==================== design 1
[src/rtl/uart_rx_core.sv]
// uart_rx_core: 8N1 UART receiver front end feeding the RX FIFO write port.
// Synchronises the serial line and finds the start bit on a falling edge. It then
// samples each bit at mid-bit using a runtime baud divisor, and reports good
// bytes, framing errors and overruns as single-cycle pulses.
module uart_rx_core #(
   parameter int SYNC_STAGES = 2,
   parameter int DIV_W       = 16
) (
   input  logic             clk_i,
   input  logic             rst_i,
   input  logic             rx_en_i,
   input  logic [DIV_W-1:0] clks_per_bit_i,
   input  logic             rx_i,
   input  logic             full_i,
   output logic [7:0]       data_o,
   output logic             wr_en_o,
   output logic             frame_err_o,
   output logic             overrun_o,
   output logic             busy_o
);

   typedef enum logic [1:0] {
      IDLE,
      START,
      DATA,
      STOP
   } state_t;

   state_t                 state_q;
   logic [SYNC_STAGES-1:0] sync_q;
   logic                   rx_sync;
   logic                   prev_q;
   logic [DIV_W-1:0]       cnt_q;
   logic [DIV_W-1:0]       n_q;
   logic [DIV_W-1:0]       n_clamped;
   logic [DIV_W-1:0]       half_m1;
   logic [DIV_W-1:0]       full_m1;
   logic [2:0]             bit_idx_q;
   logic [7:0]             shift_q;

   assign rx_sync   = sync_q[SYNC_STAGES-1];
   assign n_clamped = (clks_per_bit_i < DIV_W'(4)) ? DIV_W'(4) : clks_per_bit_i;
   assign half_m1   = (n_q >> 1) - DIV_W'(1);
   assign full_m1   = n_q - DIV_W'(1);

   // Synchronise the asynchronous line and keep a one-cycle-old copy for edge detection
   always_ff @(posedge clk_i or posedge rst_i) begin
      if (rst_i) begin
         sync_q <= '1;
         prev_q <= 1'b1;
      end else begin
         sync_q <= {sync_q[SYNC_STAGES-2:0], rx_i};
         prev_q <= rx_sync;
      end
   end

   // Frame FSM: start detect, mid-bit sampling, stop-bit decision and registered pulses
   always_ff @(posedge clk_i or posedge rst_i) begin
      if (rst_i) begin
         state_q     <= IDLE;
         cnt_q       <= '0;
         n_q         <= DIV_W'(4);
         bit_idx_q   <= '0;
         shift_q     <= '0;
         data_o      <= '0;
         wr_en_o     <= 1'b0;
         frame_err_o <= 1'b0;
         overrun_o   <= 1'b0;
         busy_o      <= 1'b0;
      end else begin
         wr_en_o     <= 1'b0;
         frame_err_o <= 1'b0;
         overrun_o   <= 1'b0;
         if ((state_q != IDLE) && !rx_en_i) begin
            state_q <= IDLE;
            cnt_q   <= '0;
            busy_o  <= 1'b0;
         end else begin
            case (state_q)
               IDLE: begin
                  if (rx_en_i && prev_q && !rx_sync) begin
                     state_q <= START;
                     cnt_q   <= '0;
                     n_q     <= n_clamped;
                     busy_o  <= 1'b1;
                  end
               end
               START: begin
                  if (cnt_q == half_m1) begin
                     cnt_q <= '0;
                     if (!rx_sync) begin
                        state_q   <= DATA;
                        bit_idx_q <= '0;
                     end else begin
                        state_q <= IDLE;
                        busy_o  <= 1'b0;
                     end
                  end else begin
                     cnt_q <= cnt_q + DIV_W'(1);
                  end
               end
               DATA: begin
                  if (cnt_q == full_m1) begin
                     shift_q[bit_idx_q] <= rx_sync;
                     cnt_q              <= '0;
                     if (bit_idx_q == 3'd7) begin
                        state_q <= STOP;
                     end else begin
                        bit_idx_q <= bit_idx_q + 3'd1;
                     end
                  end else begin
                     cnt_q <= cnt_q + DIV_W'(1);
                  end
               end
               STOP: begin
                  if (cnt_q == full_m1) begin
                     if (!rx_sync) begin
                        frame_err_o <= 1'b1;
                     end else if (full_i) begin
                        overrun_o <= 1'b1;
                     end else begin
                        wr_en_o <= 1'b1;
                        data_o  <= shift_q;
                     end
                     state_q <= IDLE;
                     cnt_q   <= '0;
                     busy_o  <= 1'b0;
                  end else begin
                     cnt_q <= cnt_q + DIV_W'(1);
                  end
               end
               default: begin
                  state_q <= IDLE;
                  cnt_q   <= '0;
                  busy_o  <= 1'b0;
               end
            endcase
         end
      end
   end

endmodule

[config.mk]
export PLATFORM = sky130hd
export DESIGN_NAME = uart_rx_core
export DESIGN_NICKNAME = d
export VERILOG_FILES = /design/src/rtl/uart_rx_core.sv
export SDC_FILE = /design/constraint.sdc
export NUM_CORES = 1
export LEC_CHECK = 0
export CORE_MARGIN = 5
export CORE_UTILIZATION = 30
export DETAILED_ROUTE_END_ITERATION = 8
export PLACE_DENSITY = 0.44
export SYNTH_ARGS = -nofsm -noshare
export SYNTH_HDL_FRONTEND = slang
export SYNTH_SLANG_ARGS = --single-unit
[constraint.sdc]
create_clock -name clk_i -period 6 [get_ports clk_i]
set_input_delay 0.9 -clock clk_i [delete_from_list [all_inputs] [get_ports clk_i]]
set_output_delay 0.9 -clock clk_i [all_outputs]
set_load 0.1 [all_outputs]
==================== design 2
## config.mk

```make
export PLATFORM = sky130hd
export DESIGN_NAME = my_computer
export DESIGN_NICKNAME = d
export VERILOG_FILES = /design/src/rtl/my_computer_pkg.sv /design/src/rtl/my_computer_hex_to_seg7.sv /design/src/rtl/my_computer.sv
export SDC_FILE = /design/constraint.sdc
export NUM_CORES = 1
export LEC_CHECK = 0
export ABC_AREA = 1
export CAP_MARGIN = 20
export CORE_ASPECT_RATIO = 1.2
export CORE_UTILIZATION = 25
export DETAILED_ROUTE_END_ITERATION = 10
export GPL_ROUTABILITY_DRIVEN = 0
export PLACE_DENSITY = 0.5
export SYNTH_ARGS = -nofsm -noshare
export SYNTH_HDL_FRONTEND = slang
export SYNTH_SLANG_ARGS = --single-unit
```

## constraint.sdc

```tcl
create_clock -name clk -period 7.33 [get_ports clk]
set_clock_uncertainty 0.2 [all_clocks]
set_input_delay 1.466 -clock clk [delete_from_list [all_inputs] [get_ports clk]]
set_output_delay 1.466 -clock clk [all_outputs]
set_load 0.01 [all_outputs]
```

## src/rtl/my_computer_pkg.sv

```systemverilog
// Shared opcodes, OUT port selects, segment constant and program ROM
// for the my_computer accumulator machine.
package my_computer_pkg;

   typedef enum logic [3:0] {
      OP_NOP  = 4'h0,
      OP_LDI  = 4'h1,
      OP_LD   = 4'h2,
      OP_ST   = 4'h3,
      OP_ADD  = 4'h4,
      OP_SUB  = 4'h5,
      OP_AND  = 4'h6,
      OP_OR   = 4'h7,
      OP_XOR  = 4'h8,
      OP_JMP  = 4'h9,
      OP_JZ   = 4'hA,
      OP_JC   = 4'hB,
      OP_ADDI = 4'hC,
      OP_IN   = 4'hD,
      OP_OUT  = 4'hE,
      OP_HALT = 4'hF
   } opcode_e;

   localparam logic [1:0] PORT_LED = 2'd0;
   localparam logic [1:0] PORT_P1  = 2'd1;
   localparam logic [1:0] PORT_P2  = 2'd2;
   localparam logic [1:0] PORT_P3  = 2'd3;

   localparam logic [6:0] SEG_ZERO = 7'h40;

   function automatic logic [15:0] rom_word(input logic [7:0] addr);
      logic [15:0] w;
      case (addr)
         8'h00:   w = 16'hD000;
         8'h01:   w = 16'hE000;
         8'h02:   w = 16'h1000;
         8'h03:   w = 16'hE001;
         8'h04:   w = 16'hC001;
         8'h05:   w = 16'h9003;
         default: w = 16'h0000;
      endcase
      return w;
   endfunction

endpackage

```

## src/rtl/my_computer_hex_to_seg7.sv

```systemverilog
// Hex nibble to active-low 7-segment pattern {g,f,e,d,c,b,a}.
module hex_to_seg7
   import my_computer_pkg::*;
(
   input  logic [3:0] i_hex,
   output logic [6:0] o_seg
);

   always_comb begin
      o_seg = SEG_ZERO;
      unique case (i_hex)
         4'h0: o_seg = SEG_ZERO;
         4'h1: o_seg = 7'h79;
         4'h2: o_seg = 7'h24;
         4'h3: o_seg = 7'h30;
         4'h4: o_seg = 7'h19;
         4'h5: o_seg = 7'h12;
         4'h6: o_seg = 7'h02;
         4'h7: o_seg = 7'h78;
         4'h8: o_seg = 7'h00;
         4'h9: o_seg = 7'h10;
         4'hA: o_seg = 7'h08;
         4'hB: o_seg = 7'h03;
         4'hC: o_seg = 7'h46;
         4'hD: o_seg = 7'h21;
         4'hE: o_seg = 7'h06;
         4'hF: o_seg = 7'h0E;
      endcase
   end

endmodule

```

## src/rtl/my_computer.sv

```systemverilog
// Single-cycle 8-bit accumulator computer, DE10-Lite board top.
// Define DEBUG_PC_DISPLAY_EN to show the live PC on HEX5:HEX4.
module my_computer
   import my_computer_pkg::*;
(
   input  logic       clk,
   output logic [9:0] LEDR,
   input  logic [9:0] SW,
   input  logic [3:0] KEY,
   output logic [6:0] HEX0,
   output logic [6:0] HEX1,
   output logic [6:0] HEX2,
   output logic [6:0] HEX3,
   output logic [6:0] HEX4,
   output logic [6:0] HEX5
);

   logic [7:0] r_pc;
   logic [7:0] r_a;
   logic       r_z;
   logic       r_c;
   logic       r_halt;
   logic [7:0] r_led;
   logic [7:0] r_p1;
   logic [7:0] r_p2;
   logic [7:0] r_p3;
   logic [7:0] r_ram [16];

   logic        w_rst_n;
   logic        w_exec;
   logic [15:0] w_inst;
   opcode_e     w_op;
   logic [7:0]  w_k;
   logic [7:0]  w_mem;
   logic [8:0]  w_add9;
   logic [8:0]  w_addi9;
   logic [8:0]  w_sub9;
   logic        w_wr_a;
   logic [7:0]  w_res;
   logic        w_res_c;
   logic [7:0]  w_hi_disp;
   logic        w_unused;

   assign w_rst_n = KEY[0];
   assign w_exec  = SW[8] & ~r_halt;
   assign w_inst  = rom_word(r_pc);
   assign w_op    = opcode_e'(w_inst[15:12]);
   assign w_k     = w_inst[7:0];
   assign w_mem   = r_ram[w_k[3:0]];
   assign w_add9  = {1'b0, r_a} + {1'b0, w_mem};
   assign w_addi9 = {1'b0, r_a} + {1'b0, w_k};
   assign w_sub9  = {1'b0, r_a} - {1'b0, w_mem};

   // Everything that writes A also recomputes Z; C follows w_res_c.
   always_comb begin
      w_wr_a  = 1'b1;
      w_res   = r_a;
      w_res_c = r_c;
      unique case (w_op)
         OP_LDI:  w_res = w_k;
         OP_LD:   w_res = w_mem;
         OP_IN:   w_res = SW[7:0];
         OP_ADD:  {w_res_c, w_res} = w_add9;
         OP_ADDI: {w_res_c, w_res} = w_addi9;
         OP_SUB:  {w_res_c, w_res} = w_sub9;
         OP_AND:  {w_res_c, w_res} = {1'b0, r_a & w_mem};
         OP_OR:   {w_res_c, w_res} = {1'b0, r_a | w_mem};
         OP_XOR:  {w_res_c, w_res} = {1'b0, r_a ^ w_mem};
         default: w_wr_a = 1'b0;
      endcase
   end

   always_ff @(posedge clk or negedge w_rst_n) begin
      if (!w_rst_n) begin
         r_pc   <= '0;
         r_a    <= '0;
         r_z    <= 1'b0;
         r_c    <= 1'b0;
         r_halt <= 1'b0;
         r_led  <= '0;
         r_p1   <= '0;
         r_p2   <= '0;
         r_p3   <= '0;
      end else if (w_exec) begin
         r_pc <= r_pc + 8'd1;
         if (w_wr_a) begin
            r_a <= w_res;
            r_z <= (w_res == 8'd0);
            r_c <= w_res_c;
         end
         unique case (w_op)
            OP_JMP: r_pc <= w_k;
            OP_JZ:  if (r_z) r_pc <= w_k;
            OP_JC:  if (r_c) r_pc <= w_k;
            OP_HALT: begin
               r_halt <= 1'b1;
               r_pc   <= r_pc;
            end
            OP_OUT: begin
               unique case (w_k[1:0])
                  PORT_LED: r_led <= r_a;
                  PORT_P1:  r_p1  <= r_a;
                  PORT_P2:  r_p2  <= r_a;
                  PORT_P3:  r_p3  <= r_a;
               endcase
            end
            default: ;
         endcase
      end
   end

   // RAM is deliberately not cleared by reset.
   always_ff @(posedge clk) begin
      if (w_rst_n && w_exec && w_op == OP_ST)
         r_ram[w_k[3:0]] <= r_a;
   end

`ifdef DEBUG_PC_DISPLAY_EN
   assign w_hi_disp = r_pc;
`else
   assign w_hi_disp = r_p3;
`endif

   assign LEDR = {r_halt, r_z, r_led};

   hex_to_seg7 u_hex0 (.i_hex(r_p1[3:0]),      .o_seg(HEX0));
   hex_to_seg7 u_hex1 (.i_hex(r_p1[7:4]),      .o_seg(HEX1));
   hex_to_seg7 u_hex2 (.i_hex(r_p2[3:0]),      .o_seg(HEX2));
   hex_to_seg7 u_hex3 (.i_hex(r_p2[7:4]),      .o_seg(HEX3));
   hex_to_seg7 u_hex4 (.i_hex(w_hi_disp[3:0]), .o_seg(HEX4));
   hex_to_seg7 u_hex5 (.i_hex(w_hi_disp[7:4]), .o_seg(HEX5));

   assign w_unused = ^{KEY[3:1], SW[9], w_inst[11:8], r_p3};

endmodule

```

==================== design 3
==> config.mk <==
export PLATFORM = sky130hd
export DESIGN_NAME = imm_extend_stage
export DESIGN_NICKNAME = d
export VERILOG_FILES = /design/src/rtl/imm_ext_pkg.sv /design/src/rtl/imm_ext_skid.sv /design/src/rtl/imm_extend_stage.sv
export SDC_FILE = /design/constraint.sdc
export NUM_CORES = 1
export LEC_CHECK = 0
export ABC_AREA = 1
export CAP_MARGIN = 40
export CORE_UTILIZATION = 57
export DETAILED_ROUTE_END_ITERATION = 8
export PLACE_DENSITY = 0.85
export SLEW_MARGIN = 25
export SYNTH_ARGS = -nofsm -noshare
export SYNTH_HDL_FRONTEND = slang
export SYNTH_SLANG_ARGS = --single-unit
==> constraint.sdc <==
create_clock -name clk -period 3.6 [get_ports clk]
set_clock_uncertainty 0.15 [all_clocks]
set_input_delay 0.9 -clock clk [delete_from_list [all_inputs] [get_ports clk]]
set_output_delay 0.9 -clock clk [all_outputs]
set_load 0.02 [all_outputs]
==> src/rtl/imm_ext_pkg.sv <==
// imm_ext_pkg: shared mode encoding for the immediate-extension stage.
package imm_ext_pkg;
    localparam int IMM_MODE_W = 2;

    typedef enum logic [IMM_MODE_W-1:0] {
        IMM_SIGN   = 2'd0,
        IMM_ZERO   = 2'd1,
        IMM_UPPER  = 2'd2,
        IMM_BRANCH = 2'd3
    } imm_mode_t;
endpackage

==> src/rtl/imm_ext_skid.sv <==
// imm_ext_skid: two-entry (main + skid) valid/ready buffer with synchronous flush.
module imm_ext_skid #(
    parameter int W = 33
) (
    input  logic         clk,
    input  logic         rst_n,
    input  logic         flush_i,
    input  logic         valid_i,
    output logic         ready_o,
    input  logic [W-1:0] data_i,
    output logic         valid_o,
    input  logic         ready_i,
    output logic [W-1:0] data_o
);
    logic         main_valid_q, main_valid_d, skid_valid_q, skid_valid_d;
    logic [W-1:0] main_data_q, main_data_d, skid_data_q, skid_data_d;
    logic         accept, emit;

    assign ready_o = !skid_valid_q;
    assign valid_o = main_valid_q;
    assign data_o  = main_data_q;

    always_comb begin
        accept       = valid_i && ready_o;
        emit         = main_valid_q && ready_i;
        main_valid_d = main_valid_q;
        main_data_d  = main_data_q;
        skid_valid_d = skid_valid_q;
        skid_data_d  = skid_data_q;
        // skid full implies ready_o low, so no accept can collide with the refill
        if (emit && skid_valid_q) begin
            main_data_d  = skid_data_q;
            skid_valid_d = 1'b0;
        end else if (accept && (!main_valid_q || emit)) begin
            main_valid_d = 1'b1;
            main_data_d  = data_i;
        end else if (accept) begin
            skid_valid_d = 1'b1;
            skid_data_d  = data_i;
        end else if (emit) begin
            main_valid_d = 1'b0;
        end
        if (flush_i) begin
            main_valid_d = 1'b0;
            skid_valid_d = 1'b0;
        end
    end

    always_ff @(posedge clk or negedge rst_n) begin
        if (!rst_n) begin
            main_valid_q <= 1'b0;
            skid_valid_q <= 1'b0;
            main_data_q  <= '0;
            skid_data_q  <= '0;
        end else begin
            main_valid_q <= main_valid_d;
            skid_valid_q <= skid_valid_d;
            main_data_q  <= main_data_d;
            skid_data_q  <= skid_data_d;
        end
    end
endmodule

==> src/rtl/imm_extend_stage.sv <==
// imm_extend_stage: registered immediate extension (sign/zero/upper/branch) behind a skid buffer.
// Define IMM_EXT_BRANCH_EN to build the branch-offset mode; otherwise mode 3 flags out_err.
module imm_extend_stage
    import imm_ext_pkg::*;
#(
    parameter int IN_W  = 16,
    parameter int OUT_W = 32
) (
    input  logic                  clk,
    input  logic                  rst_n,
    input  logic                  flush,
    input  logic                  in_valid,
    output logic                  in_ready,
    input  logic [IN_W-1:0]       in_imm,
    input  logic [IMM_MODE_W-1:0] in_mode,
    output logic                  out_valid,
    input  logic                  out_ready,
    output logic [OUT_W-1:0]      out_data,
    output logic                  out_err
);
    localparam int EXT_W = OUT_W - IN_W;

    imm_mode_t        mode;
    logic [OUT_W-1:0] sign_ext, zero_ext, upper_ext, branch_ext, ext_data;
    logic             ext_err;
    logic [OUT_W:0]   held;

    always_comb begin
        mode      = imm_mode_t'(in_mode);
        sign_ext  = {{EXT_W{in_imm[IN_W-1]}}, in_imm};
        zero_ext  = {{EXT_W{1'b0}}, in_imm};
        upper_ext = {in_imm, {EXT_W{1'b0}}};
        ext_data  = mode == IMM_SIGN  ? sign_ext  :
                    mode == IMM_ZERO  ? zero_ext  :
                    mode == IMM_UPPER ? upper_ext : branch_ext;
    end

`ifdef IMM_EXT_BRANCH_EN
    assign branch_ext = {sign_ext[OUT_W-3:0], 2'b00};
    assign ext_err    = 1'b0;
`else
    assign branch_ext = '0;
    assign ext_err    = mode == IMM_BRANCH;
`endif

    imm_ext_skid #(.W(OUT_W + 1)) u_skid (
        .clk     (clk),
        .rst_n   (rst_n),
        .flush_i (flush),
        .valid_i (in_valid),
        .ready_o (in_ready),
        .data_i  ({ext_err, ext_data}),
        .valid_o (out_valid),
        .ready_i (out_ready),
        .data_o  (held)
    );

    assign out_err  = held[OUT_W];
    assign out_data = held[OUT_W-1:0];
endmodule


==> notes/layouts.md <==
Pictures saved along the way, in no particular order.

Port wiring.
The bar under the picture is 20 um long.
Plate I
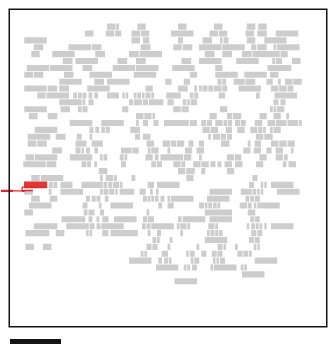
Plate II
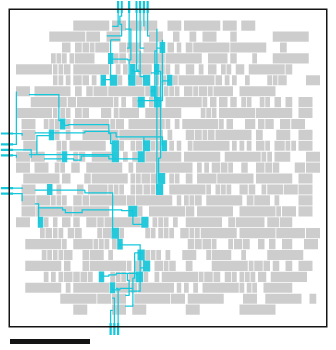
Plate III
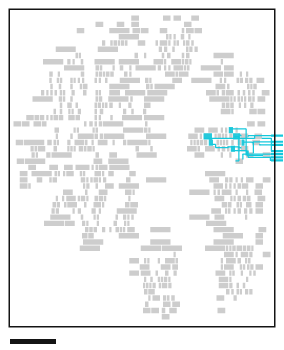
- most cells: Plate III
design 3 -> Plate II
design 2 -> Plate III
design 1 -> Plate I

Fig. 1: design 2, routing congestion map
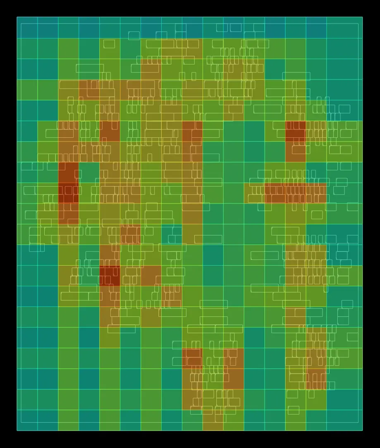
GR Util met3: 0.0162
GRT busiest layer: met2

==> qor.csv, design 2 <==
metric,value,unit
status,"finished, final reports clean",
finalSetupViolCount,0,
fillers,1641,
netlist_area,3860,um^2
top_layer,met4,
cts_resized,0,
rr_startpoint,r_pc[1],
ys_top_cells_by_area,"dfrtp_1 (32%), ha_1 (14%), nand2_1 (12%)",
hold_start,r_p2[0],
final_core_utilization,0.317,
crit_family,buffers and inverters,
sh_seq_area,0.263,
synthAdderAreaFrac,0.141,
r2r_slack,4.24,ns
tap_cells,204,
slew-limit-headroom,0.437,
finalCritPeriodShare,0.509,
grt_pass1_wl,14800,um
routedWlPerCell,10.8,um
grt_max_degree,51,
design 2: report_power, final:
group,internal [W],switching (W),total [W]
registers,0.000303,0.0000263,0.000330
clock network,0.000137,0.000103,0.000240
logic,0.0000507,0.0000928,0.000143
design 2: cell usage in the layout, fill, tap and decap left out, drive strengths merged, types with 3 or more instances in the layout:
cell type	n
a32o	4
clkdlybuf4s50	61
dfrtp	50
inv	74
nor2	56
xnor2	3
clkinv	3
nor3	8
a21oi	38
ha	42
nand4	15
o21ai	58
nand3	18
nand2	130
clkbuf	6
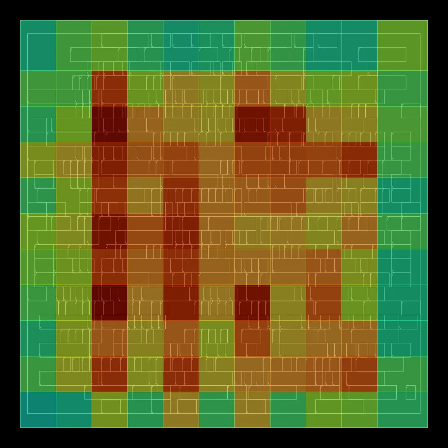
Fig. 2. Routing congestion map (design 3).
met1 usage: 0.399
GR Util met3: 0.0471

==> qor.csv, design 3 <==
metric,value,unit
status,"finished, final reports clean",
buf_share,0.161,
cp.depth,2,
drtIter0Drc,380,
combGateArea,1340,um^2
fin_setup_tns,0,ns
routedWlPerCell,15.6,um
hold_violations,0,
rr_startpoint,u_skid.skid_valid_q,
clk_path_buf_depth,2,
combinationalPowerShare,0.208,
min_period,2.81,ns
path_clk_slew,0.07,ns
top_cell,nand2_1,
ys_types,21,
crit_path_start,u_skid.valid_o,
comb_area_share,0.329,
wl_met2,3860,um
rr_worst_depth,5,
r2r_slack,1.61,ns
common_cells,"nand2_1 (148), nand3_1 (82), dfrtp_1 (68)",
fp_util,0.602,
grt_max_degree,39,
root_buffer,clkbuf_8,
cts.sinks,68,
power.internal,0.00138,W
## design 3: metrics by stage
stage          hold slack (ns)  setup WS [ns]  cells  utilization  area (um^2)
2_1_floorplan            0.292           1.75    419            -         3350
3_3_place_gp             0.303          0.768    523        0.695         3870
3_5_place_dp             0.308          0.686    523        0.695         3870
4_1_cts                  0.325          0.804    538        0.728         4060
5_1_grt                  0.207          0.764    539        0.732         4080
6_report                 0.215          0.791    539        0.732         4080
## design 3: cells by family after synthesis
| family | synth area share |
|---|---|
| buffers and inverters | 0.0918 |
| AND-OR/OR-AND | 0.00709 |
| AND/OR/NAND/NOR | 0.394 |
| flip-flops | 0.507 |
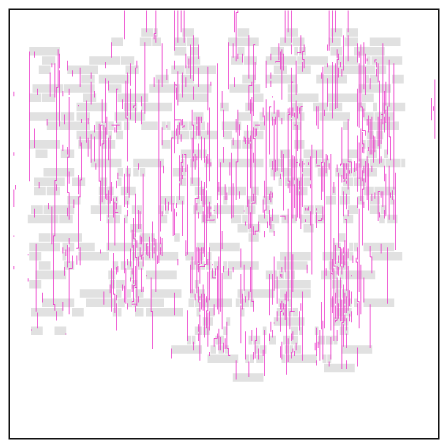
Fig. 3. M2 wires (design 1).
Cells faint in the background.
share of all routed wire = 46%
longest straight run = 56.1 um
nets with wire on the layer = 384

==> qor.csv, design 1 <==
metric,value,unit
cp_max_fo,8,
sh_seq_area,0.318,
core,13100,um^2
slew-limit-headroom,0.346,
logic_gates,333,
status,"finished, final reports clean",
comb_area_share,0.479,
routedWlPerCell,15.7,um
skew,0.00716,ns
htreeDepth,3,
holdPathStages,0,
worst_pin_slew,0.978,ns
hold_path_class,register to register,
cp.depth,10,
tool_warnings,26,
finish.net_count,475,
path_class,register to register,
design 1: sequential cells by signal, indices dropped and copies added (netlist names), 2 cells and up:
name and cells:
cnt_q 16, n_q 16, data_o 8, shift_q 8
bit_idx_q 3, state_q 2, sync_q 2
design 1: worst register-to-register path: cells and delay by family, from the launching register on:
kind,cells,cell delay (ns)
xor gates and xnor gates,1,0.16
adders and majority gates,1,0.26
buffers and inverters,1,0.09
DFF,1,0.46
muxes,1,0.41
and+or+nand+nor,6,2.19
design 1: per-layer routing:
metal	wire (um)	up-vias
li1	-	1600
met1	4820	1534
met2	4600	45
met3	332	11
met4	157	0
met5	0	-


==> gallery <==
The metal 1 layer.
Supply wires on this layer in grey. Cells faint in the background.
(a)
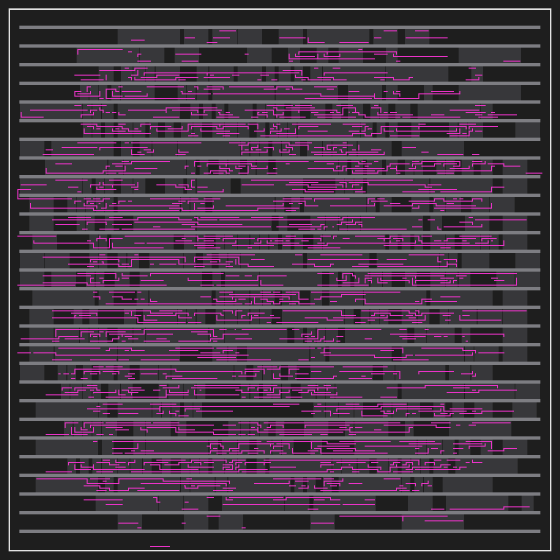
(b)
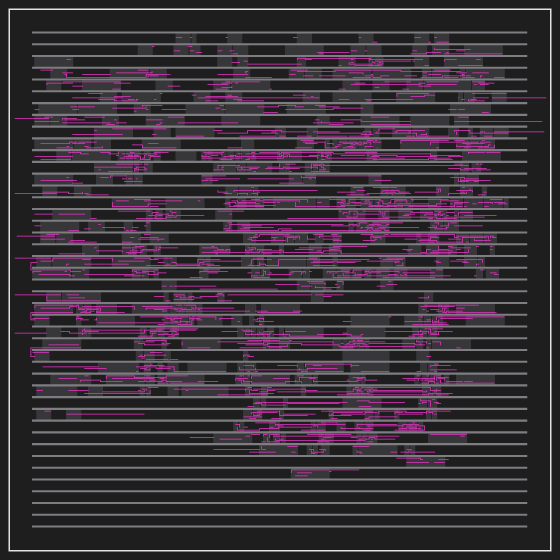
(c)
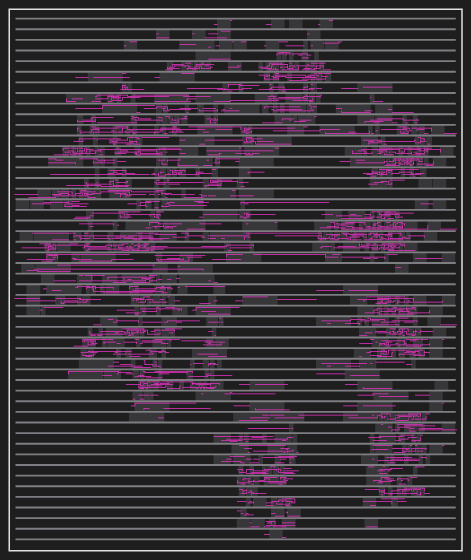
design 2: (c)
design 3: (a)
design 1: (b)

